# ---- kyber_keygen_seq ----
**src/rtl/kyber_pkg.sv**
```systemverilog
// Shared types and helpers for the Baby-Kyber key generator.
package kyber_pkg;

  typedef enum logic [1:0] {
    KIND_A = 2'd0,
    KIND_T = 2'd1,
    KIND_S = 2'd2
  } kind_e;

  typedef enum logic [2:0] {
    ST_IDLE,
    ST_SAMP_A,
    ST_SAMP_S,
    ST_SAMP_E,
    ST_MUL,
    ST_STREAM,
    ST_DONE
  } state_e;

  localparam logic [31:0] LFSR_MASK = 32'h80200003;

  // Reduce a signed accumulator into [0, q-1]; negative residues are lifted by q.
  function automatic logic [15:0] mod_q(input logic signed [63:0] acc, input logic [15:0] q);
    logic signed [63:0] qs;
    logic signed [63:0] r;
    qs = $signed({48'd0, q});
    r  = acc % qs;
    if (r < 0) r = r + qs;
    return r[15:0];
  endfunction

endpackage

```
**src/rtl/kyber_sampler.sv**
```systemverilog
// 32-bit Galois LFSR with a rejection comparator: one step per draw, the low
// CW bits of the stepped state are offered as r and accepted when r < bound.
module kyber_sampler
  import kyber_pkg::*;
#(
  parameter int CW = 5
) (
  input  logic          clk,
  input  logic          rst_n,
  input  logic          load,
  input  logic [31:0]   seed,
  input  logic          draw,
  input  logic [CW:0]   bound,
  output logic [CW-1:0] r,
  output logic          accept
);

  logic [31:0] lfsr_reg;
  logic [31:0] lfsr_step;

  // Right-shifting Galois step; the mask is folded in when the bit shifted out is set.
  always_comb begin
    lfsr_step = lfsr_reg >> 1;
    if (lfsr_reg[0]) lfsr_step = (lfsr_reg >> 1) ^ LFSR_MASK;
  end

  assign r      = lfsr_step[CW-1:0];
  assign accept = ({1'b0, r} < bound);

  // State register: a zero seed would lock the LFSR, so it is replaced by 1.
  always_ff @(posedge clk or negedge rst_n) begin
    if (!rst_n) begin
      lfsr_reg <= '0;
    end else if (load) begin
      lfsr_reg <= (seed == 32'd0) ? 32'd1 : seed;
    end else if (draw) begin
      lfsr_reg <= lfsr_step;
    end
  end

endmodule

```
**src/rtl/kyber_keygen_seq.sv**
```systemverilog
// Sequential Baby-Kyber key generator: samples A, s, e, computes t = A*s + e
// in Z_Q[x]/(x^N+1) with one shared MAC, then streams A, t, s.
module kyber_keygen_seq
  import kyber_pkg::*;
#(
  parameter int K   = 2,
  parameter int N   = 4,
  parameter int Q   = 17,
  parameter int ETA = 1,
  localparam int CW = $clog2(Q)
) (
  input  logic          clk,
  input  logic          rst_n,
  input  logic          start,
  input  logic [31:0]   seed,
  output logic          busy,
  output logic          done,
  output logic          out_valid,
  input  logic          out_ready,
  output logic [1:0]    out_kind,
  output logic [15:0]   out_idx,
  output logic [CW:0]   out_coef
);

  localparam int NA   = K * K * N;
  localparam int NV   = K * N;
  localparam int NLW  = $clog2(N);
  localparam int VIW  = $clog2(NV);
  localparam int AIW  = $clog2(NA);
  localparam int ACCW = 2 * CW + 2 + $clog2(NV);
  localparam logic [15:0] NA_L = 16'(NA);
  localparam logic [15:0] NV_L = 16'(NV);
  localparam logic [15:0] NB_L = 16'(NA + 2 * NV);
  localparam logic [CW:0] BOUND_A  = (CW + 1)'(Q);
  localparam logic [CW:0] BOUND_SE = (CW + 1)'(2 * ETA + 1);
  localparam logic signed [CW:0] ETA_S = (CW + 1)'(ETA);

  state_e state_reg, state_next;
  logic [15:0] cnt_reg;        // sample index, then stream beat index
  logic [15:0] out_cnt_reg;    // flat (i,k) of the t coefficient being built
  logic [15:0] prod_cnt_reg;   // flat (j,m) product index; NV means "finalise"
  logic signed [ACCW-1:0] acc_reg;

  logic [CW-1:0]      a_mem [NA];
  logic signed [CW:0] s_mem [NV];
  logic signed [CW:0] e_mem [NV];
  logic [CW-1:0]      t_mem [NV];

  logic          samp_load, samp_draw, samp_accept;
  logic [CW:0]   samp_bound;
  logic [CW-1:0] samp_r;
  logic signed [CW:0] sample_coef;

  logic [NLW-1:0] m_idx, k_idx;
  logic [VIW-1:0] s_addr;
  logic [15:0]    a_addr;
  logic signed [CW:0]       a_val, s_val;
  logic signed [2*CW+1:0]   mult;
  logic signed [ACCW-1:0]   prod_term, acc_sum;
  logic [15:0]    t_val;
  logic [15:0]    beat_off;

  assign samp_load  = (state_reg == ST_IDLE) && start;
  assign samp_draw  = (state_reg == ST_SAMP_A) || (state_reg == ST_SAMP_S) || (state_reg == ST_SAMP_E);
  assign samp_bound = (state_reg == ST_SAMP_A) ? BOUND_A : BOUND_SE;
  assign sample_coef = $signed({1'b0, samp_r}) - ETA_S;

  kyber_sampler #(.CW(CW)) u_sampler (
    .clk    (clk),
    .rst_n  (rst_n),
    .load   (samp_load),
    .seed   (seed),
    .draw   (samp_draw),
    .bound  (samp_bound),
    .r      (samp_r),
    .accept (samp_accept)
  );

  // MAC operands: A[i][j][m] * s[j][(k-m) mod N], negated when the product wraps past x^N.
  assign m_idx     = prod_cnt_reg[NLW-1:0];
  assign k_idx     = out_cnt_reg[NLW-1:0];
  assign s_addr    = {prod_cnt_reg[VIW-1:NLW], k_idx - m_idx};
  assign a_addr    = 16'(out_cnt_reg[VIW-1:NLW]) * NV_L + prod_cnt_reg;
  assign a_val     = $signed({1'b0, a_mem[a_addr[AIW-1:0]]});
  assign s_val     = s_mem[s_addr];
  assign mult      = a_val * s_val;
  assign prod_term = (m_idx <= k_idx) ? ACCW'(mult) : -ACCW'(mult);
  assign acc_sum   = acc_reg + ACCW'(e_mem[out_cnt_reg[VIW-1:0]]);
  assign t_val     = mod_q(64'(acc_sum), 16'(Q));

  // Next-state logic plus status and stream outputs decoded from the beat counter.
  always_comb begin
    state_next = state_reg;
    busy       = 1'b0;
    done       = 1'b0;
    out_valid  = 1'b0;
    out_kind   = 2'd0;
    out_idx    = 16'd0;
    out_coef   = '0;
    beat_off   = 16'd0;
    case (state_reg)
      ST_IDLE:   if (start) state_next = ST_SAMP_A;
      ST_SAMP_A: if (samp_accept && cnt_reg == NA_L - 16'd1) state_next = ST_SAMP_S;
      ST_SAMP_S: if (samp_accept && cnt_reg == NV_L - 16'd1) state_next = ST_SAMP_E;
      ST_SAMP_E: if (samp_accept && cnt_reg == NV_L - 16'd1) state_next = ST_MUL;
      ST_MUL:    if (prod_cnt_reg == NV_L && out_cnt_reg == NV_L - 16'd1) state_next = ST_STREAM;
      ST_STREAM: if (out_ready && cnt_reg == NB_L - 16'd1) state_next = ST_DONE;
      ST_DONE:   state_next = ST_IDLE;
      default:   state_next = ST_IDLE;
    endcase
    if (state_reg != ST_IDLE && state_reg != ST_DONE) busy = 1'b1;
    if (state_reg == ST_DONE) done = 1'b1;
    if (state_reg == ST_STREAM) begin
      out_valid = 1'b1;
      if (cnt_reg < NA_L) begin
        out_kind = KIND_A;
        out_idx  = cnt_reg;
        out_coef = {1'b0, a_mem[cnt_reg[AIW-1:0]]};
      end else if (cnt_reg < NA_L + NV_L) begin
        beat_off = cnt_reg - NA_L;
        out_kind = KIND_T;
        out_idx  = beat_off;
        out_coef = {1'b0, t_mem[beat_off[VIW-1:0]]};
      end else begin
        beat_off = cnt_reg - NA_L - NV_L;
        out_kind = KIND_S;
        out_idx  = beat_off;
        out_coef = s_mem[beat_off[VIW-1:0]];
      end
    end
  end

  // State, counters, MAC accumulator and key storage.
  always_ff @(posedge clk or negedge rst_n) begin
    if (!rst_n) begin
      state_reg    <= ST_IDLE;
      cnt_reg      <= '0;
      out_cnt_reg  <= '0;
      prod_cnt_reg <= '0;
      acc_reg      <= '0;
      for (int x = 0; x < NA; x++) a_mem[x] <= '0;
      for (int x = 0; x < NV; x++) begin
        s_mem[x] <= '0;
        e_mem[x] <= '0;
        t_mem[x] <= '0;
      end
    end else begin
      state_reg <= state_next;
      case (state_reg)
        ST_IDLE: begin
          cnt_reg      <= '0;
          out_cnt_reg  <= '0;
          prod_cnt_reg <= '0;
          acc_reg      <= '0;
        end
        ST_SAMP_A: if (samp_accept) begin
          a_mem[cnt_reg[AIW-1:0]] <= samp_r;
          cnt_reg <= (cnt_reg == NA_L - 16'd1) ? 16'd0 : cnt_reg + 16'd1;
        end
        ST_SAMP_S: if (samp_accept) begin
          s_mem[cnt_reg[VIW-1:0]] <= sample_coef;
          cnt_reg <= (cnt_reg == NV_L - 16'd1) ? 16'd0 : cnt_reg + 16'd1;
        end
        ST_SAMP_E: if (samp_accept) begin
          e_mem[cnt_reg[VIW-1:0]] <= sample_coef;
          cnt_reg <= (cnt_reg == NV_L - 16'd1) ? 16'd0 : cnt_reg + 16'd1;
        end
        ST_MUL: begin
          if (prod_cnt_reg < NV_L) begin
            acc_reg      <= acc_reg + prod_term;
            prod_cnt_reg <= prod_cnt_reg + 16'd1;
          end else begin
            t_mem[out_cnt_reg[VIW-1:0]] <= t_val[CW-1:0];
            acc_reg      <= '0;
            prod_cnt_reg <= '0;
            out_cnt_reg  <= out_cnt_reg + 16'd1;
          end
        end
        ST_STREAM: if (out_ready) cnt_reg <= cnt_reg + 16'd1;
        ST_DONE:   cnt_reg <= '0;
        default:   cnt_reg <= '0;
      endcase
    end
  end

endmodule

```
**config.mk**
```make
export PLATFORM = sky130hd
export DESIGN_NAME = kyber_keygen_seq
export DESIGN_NICKNAME = d
export VERILOG_FILES = /design/src/rtl/kyber_pkg.sv /design/src/rtl/kyber_sampler.sv /design/src/rtl/kyber_keygen_seq.sv
export SDC_FILE = /design/constraint.sdc
export NUM_CORES = 1
export LEC_CHECK = 0
export CORE_MARGIN = 8
export CORE_UTILIZATION = 50
export DETAILED_ROUTE_END_ITERATION = 16
export GPL_ROUTABILITY_DRIVEN = 0
export PLACE_DENSITY = 0.67
export SYNTH_ARGS = -nofsm -noshare
export SYNTH_HDL_FRONTEND = slang
export SYNTH_SLANG_ARGS = --single-unit
```
**constraint.sdc**
```tcl
create_clock -name clk -period 37.6 [get_ports clk]
set_input_delay 3.76 -clock clk [delete_from_list [all_inputs] [get_ports clk]]
set_output_delay 3.76 -clock clk [all_outputs]
set_load 0.01 [all_outputs]
```
==> impl_metrics.toml <==
# yosys + openroad results
[finish]
nNetsFinal = 2510
layout_top_cells = "dfrtp_1 (312), nand2_1 (299), o21ai_0 (229)"
final_cells = 2985
top_regs = "a_mem (80), e_mem (48), s_mem (48)"
num_antenna_cells = 0

[floorplan]
chip_area_um2 = 50700
rows = 76

[power_and_ir_drop]
power_leakage_nw = 10.9
pg_clk_uw = 342
p_int_uw = 544
clock_power_share = 0.494
p_seq_frac = 0.488

[logic_synthesis]
ys_seq_share = 0.360
ys_chip_area_um2 = 21900
simple_gate_area_frac = 0.174
synthCells = 2379
top_area_frac = 0.360
ys_top_cells_by_count = "dfrtp_1 (314), nand2_1 (299), o21ai_0 (229)"
ys_types = 105
ys_ff = 314
syn_area_um2 = 21900
ys_sh_mux = 0.133
edf_count = 0
most_common_cell = "dfrtp_1"

[worst_setup_path]
cp_data_arrival_time_ns = 14.87
end_kind = "flip-flop"
crit_slowest_cell = "dfrtp_1"
r2r-start = "out_cnt_reg[2]$_DFFE_PN0P_"
critPathTopFamily = "AND-OR/OR-AND gates"
cp_max_fo = 24
endpoint = "t_mem[19]$_DFFE_PN0P_"
crit_path_start = "out_cnt_reg[2]$_DFFE_PN0P_"
reg2reg_slack_ns = 23.13

[clock_network]
cts.clk_slew.worst_paths_ns = 0.06
cts_tree = "yes"
cts_hold_buf = 0
cts.path.max_buffers = 3

[global_routing]
grt_use_met3 = 0.0320
grt_use_met1 = 0.335
grt_pass1_wl_um = 98800
grt_usage = 0.239

[final_timing]
hold_viol = 0
maxSlewViolCount = 0
relSlewSlack = 0.175
fin_crit_sh = 0.385
fmax_mhz = 69.1
worst_slew_pin_slew_ns = 1.23

[outcome]
outcome = "finished clean"

[min_path]
holdPathStages = 2
min_to = "e_mem[9]$_DFFE_PN0P_"
hold_class = "flip-flop to flip-flop"

[job]
warnings = 39
drv_cap = 0

[routing]
top_layer_used = "met4"
final_antenna_net_count = 0
wl_per_cell_um = 20.3
wl_met3_um = 3700

[place]
port_buffers = 62
[layout make-up]
class | count | area [um^2]
timing repair buffer | 90 | 836
fill | 3884 | 19000
tap | 585 | 732
clock buffer | 52 | 1020
inverter | 70 | 263
sequential | 314 | 7860
clock inverter | 9 | 121
multi-input combinational | 1865 | 13200
[stage by stage]
step	power, mW	setup WS [ns]	hold WS (ns)
after global routing	0.713	22.05	0.499
final	0.693	23.13	0.474
after detailed placement	0.358	23.42	0.466
after floorplan	0.346	25.32	0.445
after global placement	0.357	24.08	0.456
after CTS	0.698	23.37	0.480
Fig. 1: kyber_keygen_seq, local utilization
The die is cut into 23 by 23 equal tiles; white is low, dark blue is high, 0 to 100% covered.
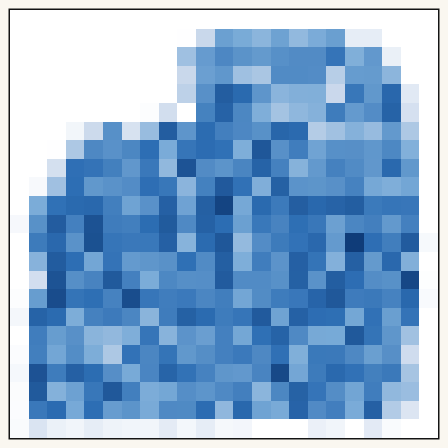
nearly empty tiles: 22%
mean over tiles: 46%
densest ninth of the die: middle
fullest tile: 95%
Core ar.: 43100 um^2
FP Core Util: 0.507

Fig. 2: kyber_keygen_seq, cell sizes after repair
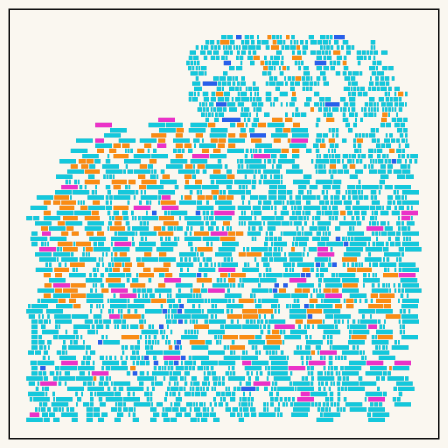
legend:
  magenta:
    size: _6 and larger
    cells: 48
    share: 2.0%
  cyan:
    size: _0 and _1 cells
    cells: 2098
    share: 87%
  blue:
    size: _3 and _4 cells
    cells: 39
    share: 1.6%
  orange:
    size: _2 cells
    cells: 215
    share: 9.0%
Non-clock buffers: 90
setup ws final: 23.13 ns

Fig. 3: kyber_keygen_seq, zoomed window
Window x 159 to 179, y 159 to 179 um. Cells in grey, sequential cells in the stronger grey; small squares are vias.
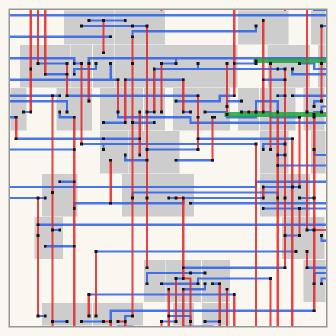
legend:
  green:
    layer: metal 3
  blue:
    layer: metal 1
  red:
    layer: metal 2
cells with their middle in the window: 31
sequential cells in the window: 0
most frequent: nor2_1 (7), nor3_1 (4)


# ---- serial_alu_flat ----
File: config.mk
export PLATFORM = sky130hd
export DESIGN_NAME = serial_alu_flat
export DESIGN_NICKNAME = d
export VERILOG_FILES = /design/src/rtl/serial_alu_pkg.sv /design/src/rtl/serial_alu_if.sv /design/src/rtl/full_adder.sv /design/src/rtl/serial_alu.sv /design/src/flat_wrapper.sv
export SDC_FILE = /design/constraint.sdc
export NUM_CORES = 1
export LEC_CHECK = 0
export ABC_AREA = 1
export CAP_MARGIN = 10
export CELL_PAD_IN_SITES_DETAIL_PLACEMENT = 1
export CELL_PAD_IN_SITES_GLOBAL_PLACEMENT = 1
export CORE_UTILIZATION = 35
export DETAILED_ROUTE_END_ITERATION = 12
export GPL_ROUTABILITY_DRIVEN = 0
export PLACE_DENSITY = 0.7
export REMOVE_ABC_BUFFERS = 1
export SLEW_MARGIN = 20
export SYNTH_ARGS = -nofsm -noshare
export SYNTH_HDL_FRONTEND = slang
export SYNTH_SLANG_ARGS = --single-unit
File: constraint.sdc
create_clock -name clk -period 1.4 [get_ports clk]
set_clock_uncertainty 0.05 [all_clocks]
set_input_delay 0.28 -clock clk [delete_from_list [all_inputs] [get_ports clk]]
set_output_delay 0.28 -clock clk [all_outputs]
set_load 0.01 [all_outputs]
File: src/rtl/serial_alu_pkg.sv
// serial_alu_pkg: shared definitions for the bit-serial ALU.
//   - op encodings (OP_ADD, OP_SUB, OP_POPCNT, OP_RSVD)
//   - FSM state enum (IDLE, RUN, DONE)
//   - cnt_width(): counter width able to hold 0..width
package serial_alu_pkg;

   localparam int unsigned OP_W = 2;

   localparam logic [OP_W-1:0] OP_ADD    = 2'b00;
   localparam logic [OP_W-1:0] OP_SUB    = 2'b01;
   localparam logic [OP_W-1:0] OP_POPCNT = 2'b10;
   localparam logic [OP_W-1:0] OP_RSVD   = 2'b11;

   typedef enum logic [1:0] {
      IDLE = 2'd0,
      RUN  = 2'd1,
      DONE = 2'd2
   } state_t;

   // Bits needed to count from 0 up to and including width.
   function automatic int unsigned cnt_width(input int unsigned width);
      return $clog2(width + 1);
   endfunction

endpackage

File: src/rtl/serial_alu_if.sv
// serial_alu_if: request/response bundle of the bit-serial ALU.
//   master: start, op, a, b, cin out; busy, done, result, cout, ovf in
//   slave : the reverse (the ALU itself)
interface serial_alu_if
   import serial_alu_pkg::*;
#(
   parameter int unsigned WIDTH = 8
) ();

   logic             start;
   logic [OP_W-1:0]  op;
   logic [WIDTH-1:0] a;
   logic [WIDTH-1:0] b;
   logic             cin;
   logic             busy;
   logic             done;
   logic [WIDTH-1:0] result;
   logic             cout;
   logic             ovf;

   modport master (
      output start, op, a, b, cin,
      input  busy, done, result, cout, ovf
   );

   modport slave (
      input  start, op, a, b, cin,
      output busy, done, result, cout, ovf
   );

endinterface

File: src/rtl/full_adder.sv
// full_adder: single-bit full adder cell.
//   a, b, c : addend bits and carry-in
//   s       : sum bit
//   c_out   : carry-out
module full_adder (
   input  logic a,
   input  logic b,
   input  logic c,
   output logic c_out,
   output logic s
);

   assign s     = a ^ b ^ c;
   assign c_out = (a & b) | (a & c) | (b & c);

endmodule

File: src/rtl/serial_alu.sv
// serial_alu: bit-serial ADD / SUB / POPCNT unit, one bit per clock, LSB first.
//   clk, rst : clock and asynchronous active-high reset
//   bus      : serial_alu_if slave port
//              start/op/a/b/cin sampled when idle or done;
//              busy high for WIDTH cycles, done pulses once with result/cout/ovf
module serial_alu
   import serial_alu_pkg::*;
#(
   parameter int unsigned WIDTH = 8
) (
   input  logic          clk,
   input  logic          rst,
   serial_alu_if.slave   bus
);

   localparam int unsigned CW = cnt_width(WIDTH);

   state_t            state;
   logic [OP_W-1:0]   op_q;
   logic [WIDTH-1:0]  a_sh;
   logic [WIDTH-1:0]  b_sh;
   logic [WIDTH-2:0]  sum_sh;
   logic              carry;
   logic [CW-1:0]     cnt;
   logic [CW-1:0]     ones;

   logic              fa_s;
   logic              fa_c;
   logic [WIDTH-1:0]  sum_nxt;
   logic [CW-1:0]     ones_nxt;

   full_adder u_fa (
      .a     (a_sh[0]),
      .b     (b_sh[0]),
      .c     (carry),
      .c_out (fa_c),
      .s     (fa_s)
   );

   // Sum bits enter at the MSB; after WIDTH cycles sum_nxt is the full result.
   assign sum_nxt  = {fa_s, sum_sh};
   assign ones_nxt = ones + CW'(a_sh[0]);

   // FSM, datapath and registered outputs.
   always_ff @(posedge clk or posedge rst) begin
      if (rst) begin
         state      <= IDLE;
         op_q       <= OP_ADD;
         a_sh       <= '0;
         b_sh       <= '0;
         sum_sh     <= '0;
         carry      <= 1'b0;
         cnt        <= '0;
         ones       <= '0;
         bus.busy   <= 1'b0;
         bus.done   <= 1'b0;
         bus.result <= '0;
         bus.cout   <= 1'b0;
         bus.ovf    <= 1'b0;
      end else begin
         bus.done <= 1'b0;
         case (state)
            IDLE, DONE: begin
               if (bus.start) begin
                  op_q     <= bus.op;
                  a_sh     <= bus.a;
                  // SUB is a + ~b + 1: invert b here, carry-in of 1 below.
                  b_sh     <= (bus.op == OP_SUB) ? ~bus.b : bus.b;
                  carry    <= (bus.op == OP_ADD) ? bus.cin : (bus.op == OP_SUB);
                  sum_sh   <= '0;
                  cnt      <= '0;
                  ones     <= '0;
                  bus.busy <= 1'b1;
                  state    <= RUN;
               end else begin
                  state <= IDLE;
               end
            end

            RUN: begin
               a_sh   <= a_sh >> 1;
               b_sh   <= b_sh >> 1;
               sum_sh <= sum_nxt[WIDTH-1:1];
               carry  <= fa_c;
               cnt    <= cnt + CW'(1);
               ones   <= ones_nxt;
               if (cnt == CW'(WIDTH - 1)) begin
                  bus.busy <= 1'b0;
                  bus.done <= 1'b1;
                  state    <= DONE;
                  case (op_q)
                     OP_ADD, OP_SUB: begin
                        bus.result <= sum_nxt;
                        bus.cout   <= fa_c;
                        // carry still holds the carry into the MSB here.
                        bus.ovf    <= carry ^ fa_c;
                     end
                     OP_POPCNT: begin
                        bus.result <= WIDTH'(ones_nxt);
                        bus.cout   <= 1'b0;
                        bus.ovf    <= 1'b0;
                     end
                     default: begin
                        bus.result <= '0;
                        bus.cout   <= 1'b0;
                        bus.ovf    <= 1'b0;
                     end
                  endcase
               end
            end

            default: begin
               state <= IDLE;
            end
         endcase
      end
   end

endmodule
File: src/flat_wrapper.sv
// flat-port wrapper written by rule: the top's interface ports become plain ports
module serial_alu_flat import serial_alu_pkg::*;
#(
   parameter int unsigned WIDTH = 8
)
  (clk, rst, bus_start, bus_op, bus_a, bus_b, bus_cin, bus_busy, bus_done, bus_result, bus_cout, bus_ovf);
  serial_alu_if #(.WIDTH(WIDTH)) bus_i ();
  input  logic clk;
  input  logic rst;
  input wire logic [$bits(bus_i.start)-1:0] bus_start;
  input wire logic [$bits(bus_i.op)-1:0] bus_op;
  input wire logic [$bits(bus_i.a)-1:0] bus_a;
  input wire logic [$bits(bus_i.b)-1:0] bus_b;
  input wire logic [$bits(bus_i.cin)-1:0] bus_cin;
  output wire logic [$bits(bus_i.busy)-1:0] bus_busy;
  output wire logic [$bits(bus_i.done)-1:0] bus_done;
  output wire logic [$bits(bus_i.result)-1:0] bus_result;
  output wire logic [$bits(bus_i.cout)-1:0] bus_cout;
  output wire logic [$bits(bus_i.ovf)-1:0] bus_ovf;
  assign bus_i.start = bus_start;
  assign bus_i.op = bus_op;
  assign bus_i.a = bus_a;
  assign bus_i.b = bus_b;
  assign bus_i.cin = bus_cin;
  assign bus_busy = bus_i.busy;
  assign bus_done = bus_i.done;
  assign bus_result = bus_i.result;
  assign bus_cout = bus_i.cout;
  assign bus_ovf = bus_i.ovf;
  serial_alu #(.WIDTH(WIDTH)) u_core (.clk(clk), .rst(rst), .bus(bus_i));
endmodule
==> impl_metrics.toml <==
# yosys + openroad results
[finish]
bufAreaShareNonClock = 0.154
comb_area_um2 = 912
comb_cells = 168
layout_top_cell = "nand2_1"

[logic_synthesis]
ff_type = "dfrtp_1"
ys_types = 25
synthArstFlopShare = 1.00
synthAoiAreaFrac = 0.0952
edf_count = 0

[floorplan]
taps = 75

[routing]
drc = 0
wl_met1_um = 2310

[power_and_ir_drop]
maxPowerGroup = "combinational cells"

[worst_setup_path]
worstPathCellList = "ha_2 -> nand2_2 -> nor2_4 -> buf_6 -> nand2_4 -> nand2_1 -> o21ai_1"
critPathTopFamily = "simple AND/OR/NAND/NOR gates"
r2r_cells = 7
r2r_end = "u_core.bus.result[4]$_DFFE_PP0P_"

[min_path]
hold_class = "input pin to asynchronous set/reset pin"

[outcome]
outcome = "finished clean"

[clock_network]
clockRootBuffer = "clkbuf_8"
-- stage by stage --
step | hold slack (ns) | power [mW] | worst slack [ns] | utilization | area, um^2
global placement | 0.406 | 4.75 | -0.0871 | 0.444 | 2660
global route | 0.317 | 6.45 | -0.0273 | 0.478 | 2860
floorplan | 0.351 | 3.78 | -0.0745 | - | 2130
detailed placement | 0.411 | 4.87 | -0.103 | 0.444 | 2660
CTS | 0.280 | 5.69 | 0.00420 | 0.458 | 2740
finish | 0.270 | 5.89 | 0.0306 | 0.478 | 2860
Fig. 4: serial_alu_flat, cell placement
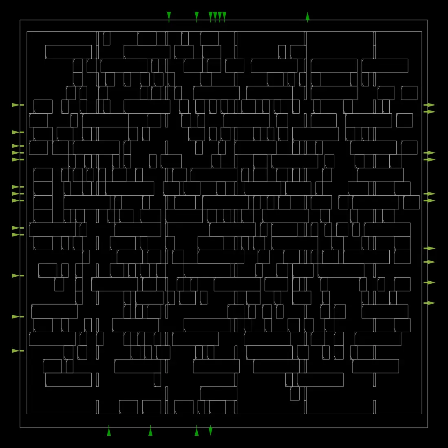
fin cells: 371
Seq/total area: 0.420
fill count: 706
Final Core Density: 0.478
Core ar.: 5990 um^2

Fig. 5: serial_alu_flat, zoomed window
Window x 51 to 71, y 51 to 71 um. Cells in grey, sequential cells in the stronger grey; small squares are vias.
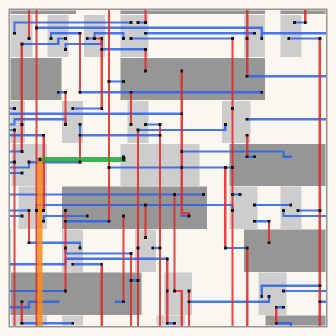
legend:
  green:
    layer: metal 3
  orange:
    layer: metal 4
  red:
    layer: metal 2
  blue:
    layer: metal 1
most frequent: nand2_1 (9), dfrtp_1 (5), o21ai_1 (4)
netlist names of flops here include: u_core.sum_sh (2)
cells with their middle in the window: 23
sequential cells in the window: 5

Fig. 6: serial_alu_flat, cell sizes after repair
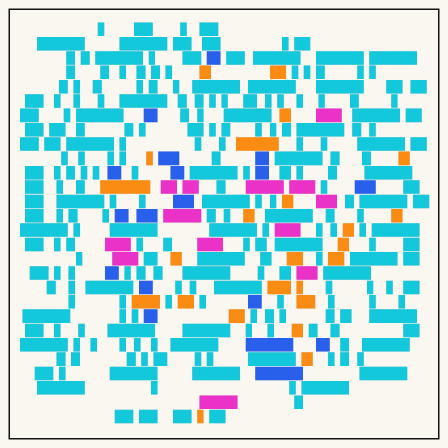
legend:
  cyan:
    size: _0 and _1 cells
    cells: 241
    share: 81%
  orange:
    size: _2 cells
    cells: 24
    share: 8.1%
  magenta:
    size: _6 and larger
    cells: 13
    share: 4.4%
  blue:
    size: _3 and _4 cells
    cells: 18
    share: 6.1%
Non-clock buffers: 46
Area Overhead vs Synth: 30.4%
setup ws final: 0.0306 ns


# ---- bcd8421_dec ----
Fig. 7: bcd8421_dec, cell placement
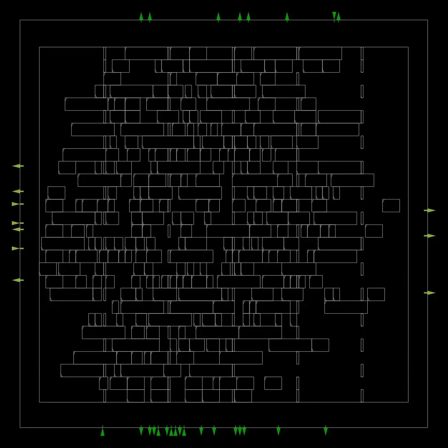
## src/rtl/bcd8421_dec.sv

```systemverilog
`default_nettype none
// ============================================================================
//  Module   : bcd8421_dec
//  Brief    : Serial multi-digit 8421 BCD to binary decoder with one-hot view
//             of the last accepted digit and sticky illegal-digit flag.
//  Revision : 1.0  initial release
// ============================================================================
module bcd8421_dec #(
    parameter int NDIGITS = 4,
    parameter int OUT_W   = 14
) (
    input  logic             clk,
    input  logic             rst_n,
    input  logic             start,
    input  logic [3:0]       digit_in,
    input  logic             digit_valid,
    output logic             digit_ready,
    output logic [OUT_W-1:0] bin_out,
    output logic             bin_valid,
    input  logic             bin_ready,
    output logic [8:0]       onehot_out,
    output logic             err
);

    localparam int CNT_W = (NDIGITS > 1) ? $clog2(NDIGITS) : 1;
    localparam logic [CNT_W-1:0] c_last_cnt = CNT_W'(NDIGITS - 1);

    typedef enum logic [1:0] {
        S_IDLE  = 2'd0,
        S_ACCUM = 2'd1,
        S_DONE  = 2'd2,
        S_ERR   = 2'd3
    } state_t;

    state_t           r_state;
    logic [OUT_W-1:0] r_acc;
    logic [CNT_W-1:0] r_cnt;
    logic [OUT_W-1:0] w_acc_next;
    logic [8:0]       w_onehot;
    logic             w_illegal;

    assign digit_ready = (r_state == S_ACCUM);
    assign w_illegal   = (digit_in > 4'd9);
    // acc*10 as two shifts; OUT_W is sized so this never wraps
    assign w_acc_next  = (r_acc << 3) + (r_acc << 1) + OUT_W'(digit_in);

    always_comb begin
        w_onehot = '0;
        for (int i = 1; i <= 9; i++) begin
            if (digit_in == 4'(i)) begin
                w_onehot[i-1] = 1'b1;
            end
        end
    end

    always_ff @(posedge clk or negedge rst_n) begin
        if (!rst_n) begin
            r_state    <= S_IDLE;
            r_acc      <= '0;
            r_cnt      <= '0;
            bin_out    <= '0;
            bin_valid  <= 1'b0;
            onehot_out <= '0;
            err        <= 1'b0;
        end else begin
            case (r_state)
                S_IDLE: begin
                    if (start) begin
                        r_state <= S_ACCUM;
                        r_acc   <= '0;
                        r_cnt   <= '0;
                        err     <= 1'b0;
                    end
                end
                S_ACCUM: begin
                    // a restart wins over any digit offered in the same cycle
                    if (start) begin
                        r_acc <= '0;
                        r_cnt <= '0;
                    end else if (digit_valid) begin
                        if (w_illegal) begin
                            err     <= 1'b1;
                            r_state <= S_ERR;
                        end else begin
                            r_acc      <= w_acc_next;
                            onehot_out <= w_onehot;
                            if (r_cnt == c_last_cnt) begin
                                r_cnt     <= '0;
                                bin_out   <= w_acc_next;
                                bin_valid <= 1'b1;
                                r_state   <= S_DONE;
                            end else begin
                                r_cnt <= r_cnt + 1'b1;
                            end
                        end
                    end
                end
                S_DONE: begin
                    // start alone is ignored so a pending result is never lost
                    if (bin_ready) begin
                        bin_valid <= 1'b0;
                        if (start) begin
                            r_state <= S_ACCUM;
                            r_acc   <= '0;
                            r_cnt   <= '0;
                        end else begin
                            r_state <= S_IDLE;
                        end
                    end
                end
                S_ERR: begin
                    if (start) begin
                        r_state <= S_ACCUM;
                        r_acc   <= '0;
                        r_cnt   <= '0;
                        err     <= 1'b0;
                    end
                end
                default: r_state <= S_IDLE;
            endcase
        end
    end

endmodule
`default_nettype wire

```

## config.mk

```make
export PLATFORM = sky130hd
export DESIGN_NAME = bcd8421_dec
export DESIGN_NICKNAME = d
export VERILOG_FILES = /design/src/rtl/bcd8421_dec.sv
export SDC_FILE = /design/constraint.sdc
export NUM_CORES = 1
export LEC_CHECK = 0
export CAP_MARGIN = 15
export CORE_MARGIN = 4
export CORE_UTILIZATION = 40
export DETAILED_ROUTE_END_ITERATION = 8
export GPL_TIMING_DRIVEN = 0
export PLACE_DENSITY = 0.72
export SLEW_MARGIN = 30
export SYNTH_ARGS = -nofsm -noshare
export SYNTH_HDL_FRONTEND = slang
export SYNTH_SLANG_ARGS = --single-unit
```

## constraint.sdc

```tcl
create_clock -name clk -period 4.1 [get_ports clk]
set_input_delay 0.615 -clock clk [delete_from_list [all_inputs] [get_ports clk]]
set_output_delay 0.615 -clock clk [all_outputs]
set_load 0.005 [all_outputs]
```

==> impl_metrics.toml <==
# yosys + openroad results
[global_routing]
grt_usage = 0.171
use_met2 = 0.297
grt_antenna_before_repair = 0

[floorplan]
chip_area_um2 = 7640
core_util_floorplan = 0.419
core_area_um2 = 6030
die_x_um = 87.4

[finish]
comb_area_um2 = 1380
regArea_um2 = 1050
nClkBuffers = 5
layout_top_cell = "nand2_1"
bufAreaShareNonClock = 0.135

[logic_synthesis]
area_leaders = "dfrtp_1 (42%), ha_1 (12%), nand2_1 (7.6%)"
ys_ff = 42

[routing]
first_iter_violations = 100
wl_met1_um = 2700

[final_timing]
tns_ns = 0
worst_slew_pin_slew_ns = 0.529

[outcome]
outcome = "finished clean"

[worst_setup_path]
crit_type = "input pin to flip-flop"

[power_and_ir_drop]
ir_drop_mv = 0.284
switching_share = 0.342
About Fig. 7:
fin cells: 378
fill count: 569

cell families after synthesis:
kind of cell / Yosys count
xor+xnor: 7
buf+inv: 21
simple gates: 95
fa+ha+maj: 27
compound gates: 65
flops: 42
mux: 3
stage by stage:
stage | worst slack [ns] | area, um^2 | cells | power [mW] | util
floorplan | 1.37 | 2520 | 260 | 0.823 | -
global placement | 0.507 | 2960 | 369 | 0.977 | 0.491
detailed placement | 0.464 | 2980 | 370 | 0.998 | 0.494
CTS | 0.768 | 3090 | 378 | 1.33 | 0.513
global route | 0.611 | 3090 | 378 | 1.42 | 0.513
finish | 0.713 | 3090 | 378 | 1.32 | 0.513


==> notes/layouts.md <==
Pictures saved along the way, in no particular order.

Ports around the boundary.
panel A
Scale bar: 20 um. Pins as bars across the die edge, other pins in grey.
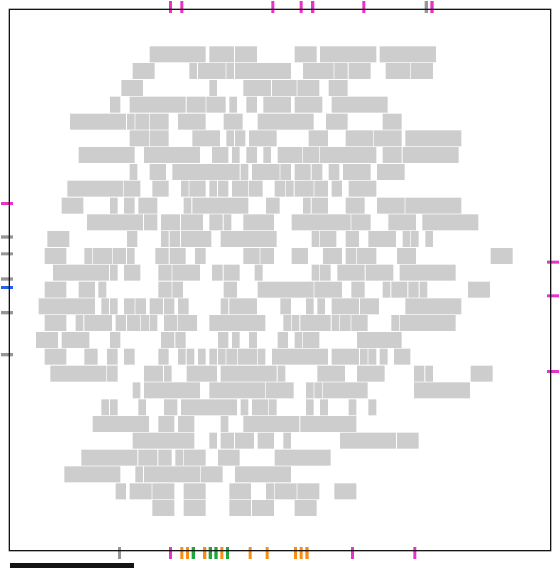
panel B
Scale bar: 50 um. Pins as bars across the die edge, other pins in grey.
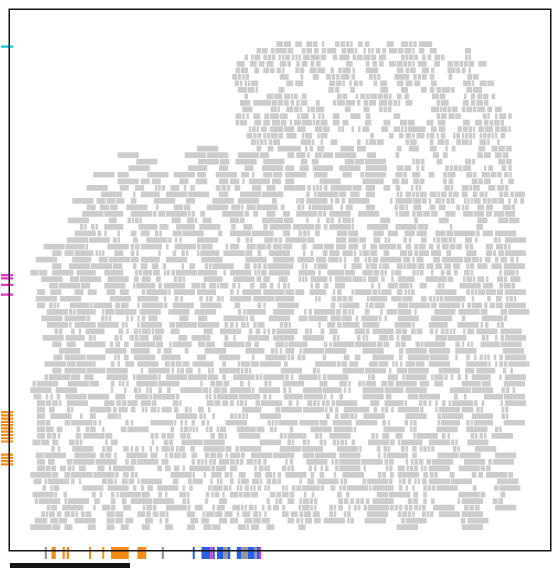
panel C
Scale bar: 20 um. Pins as bars across the die edge, other pins in grey.
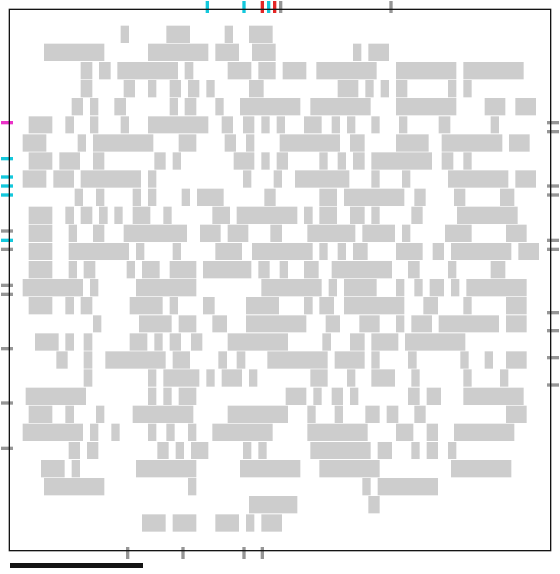
| from | picture |
|---|---|
| bcd8421_dec | panel A |
| kyber_keygen_seq | panel B |
| serial_alu_flat | panel C |
Of these, largest die: panel B
Of these, most pins: panel B

Key to panel A:
legend:
  blue:
    port: digit_ready
    pins: 1
    direction: output
    edge: left
  green:
    port: digit_in
    pins: 4
    direction: input
    edge: bottom
  magenta:
    port: bin_out
    pins: 14
    direction: output
    edge: 7 top, 3 bottom, 3 right, 1 left
  orange:
    port: onehot_out
    pins: 9
    direction: output
    edge: bottom

No activity file was given, so power comes from the tool's default toggle rates.
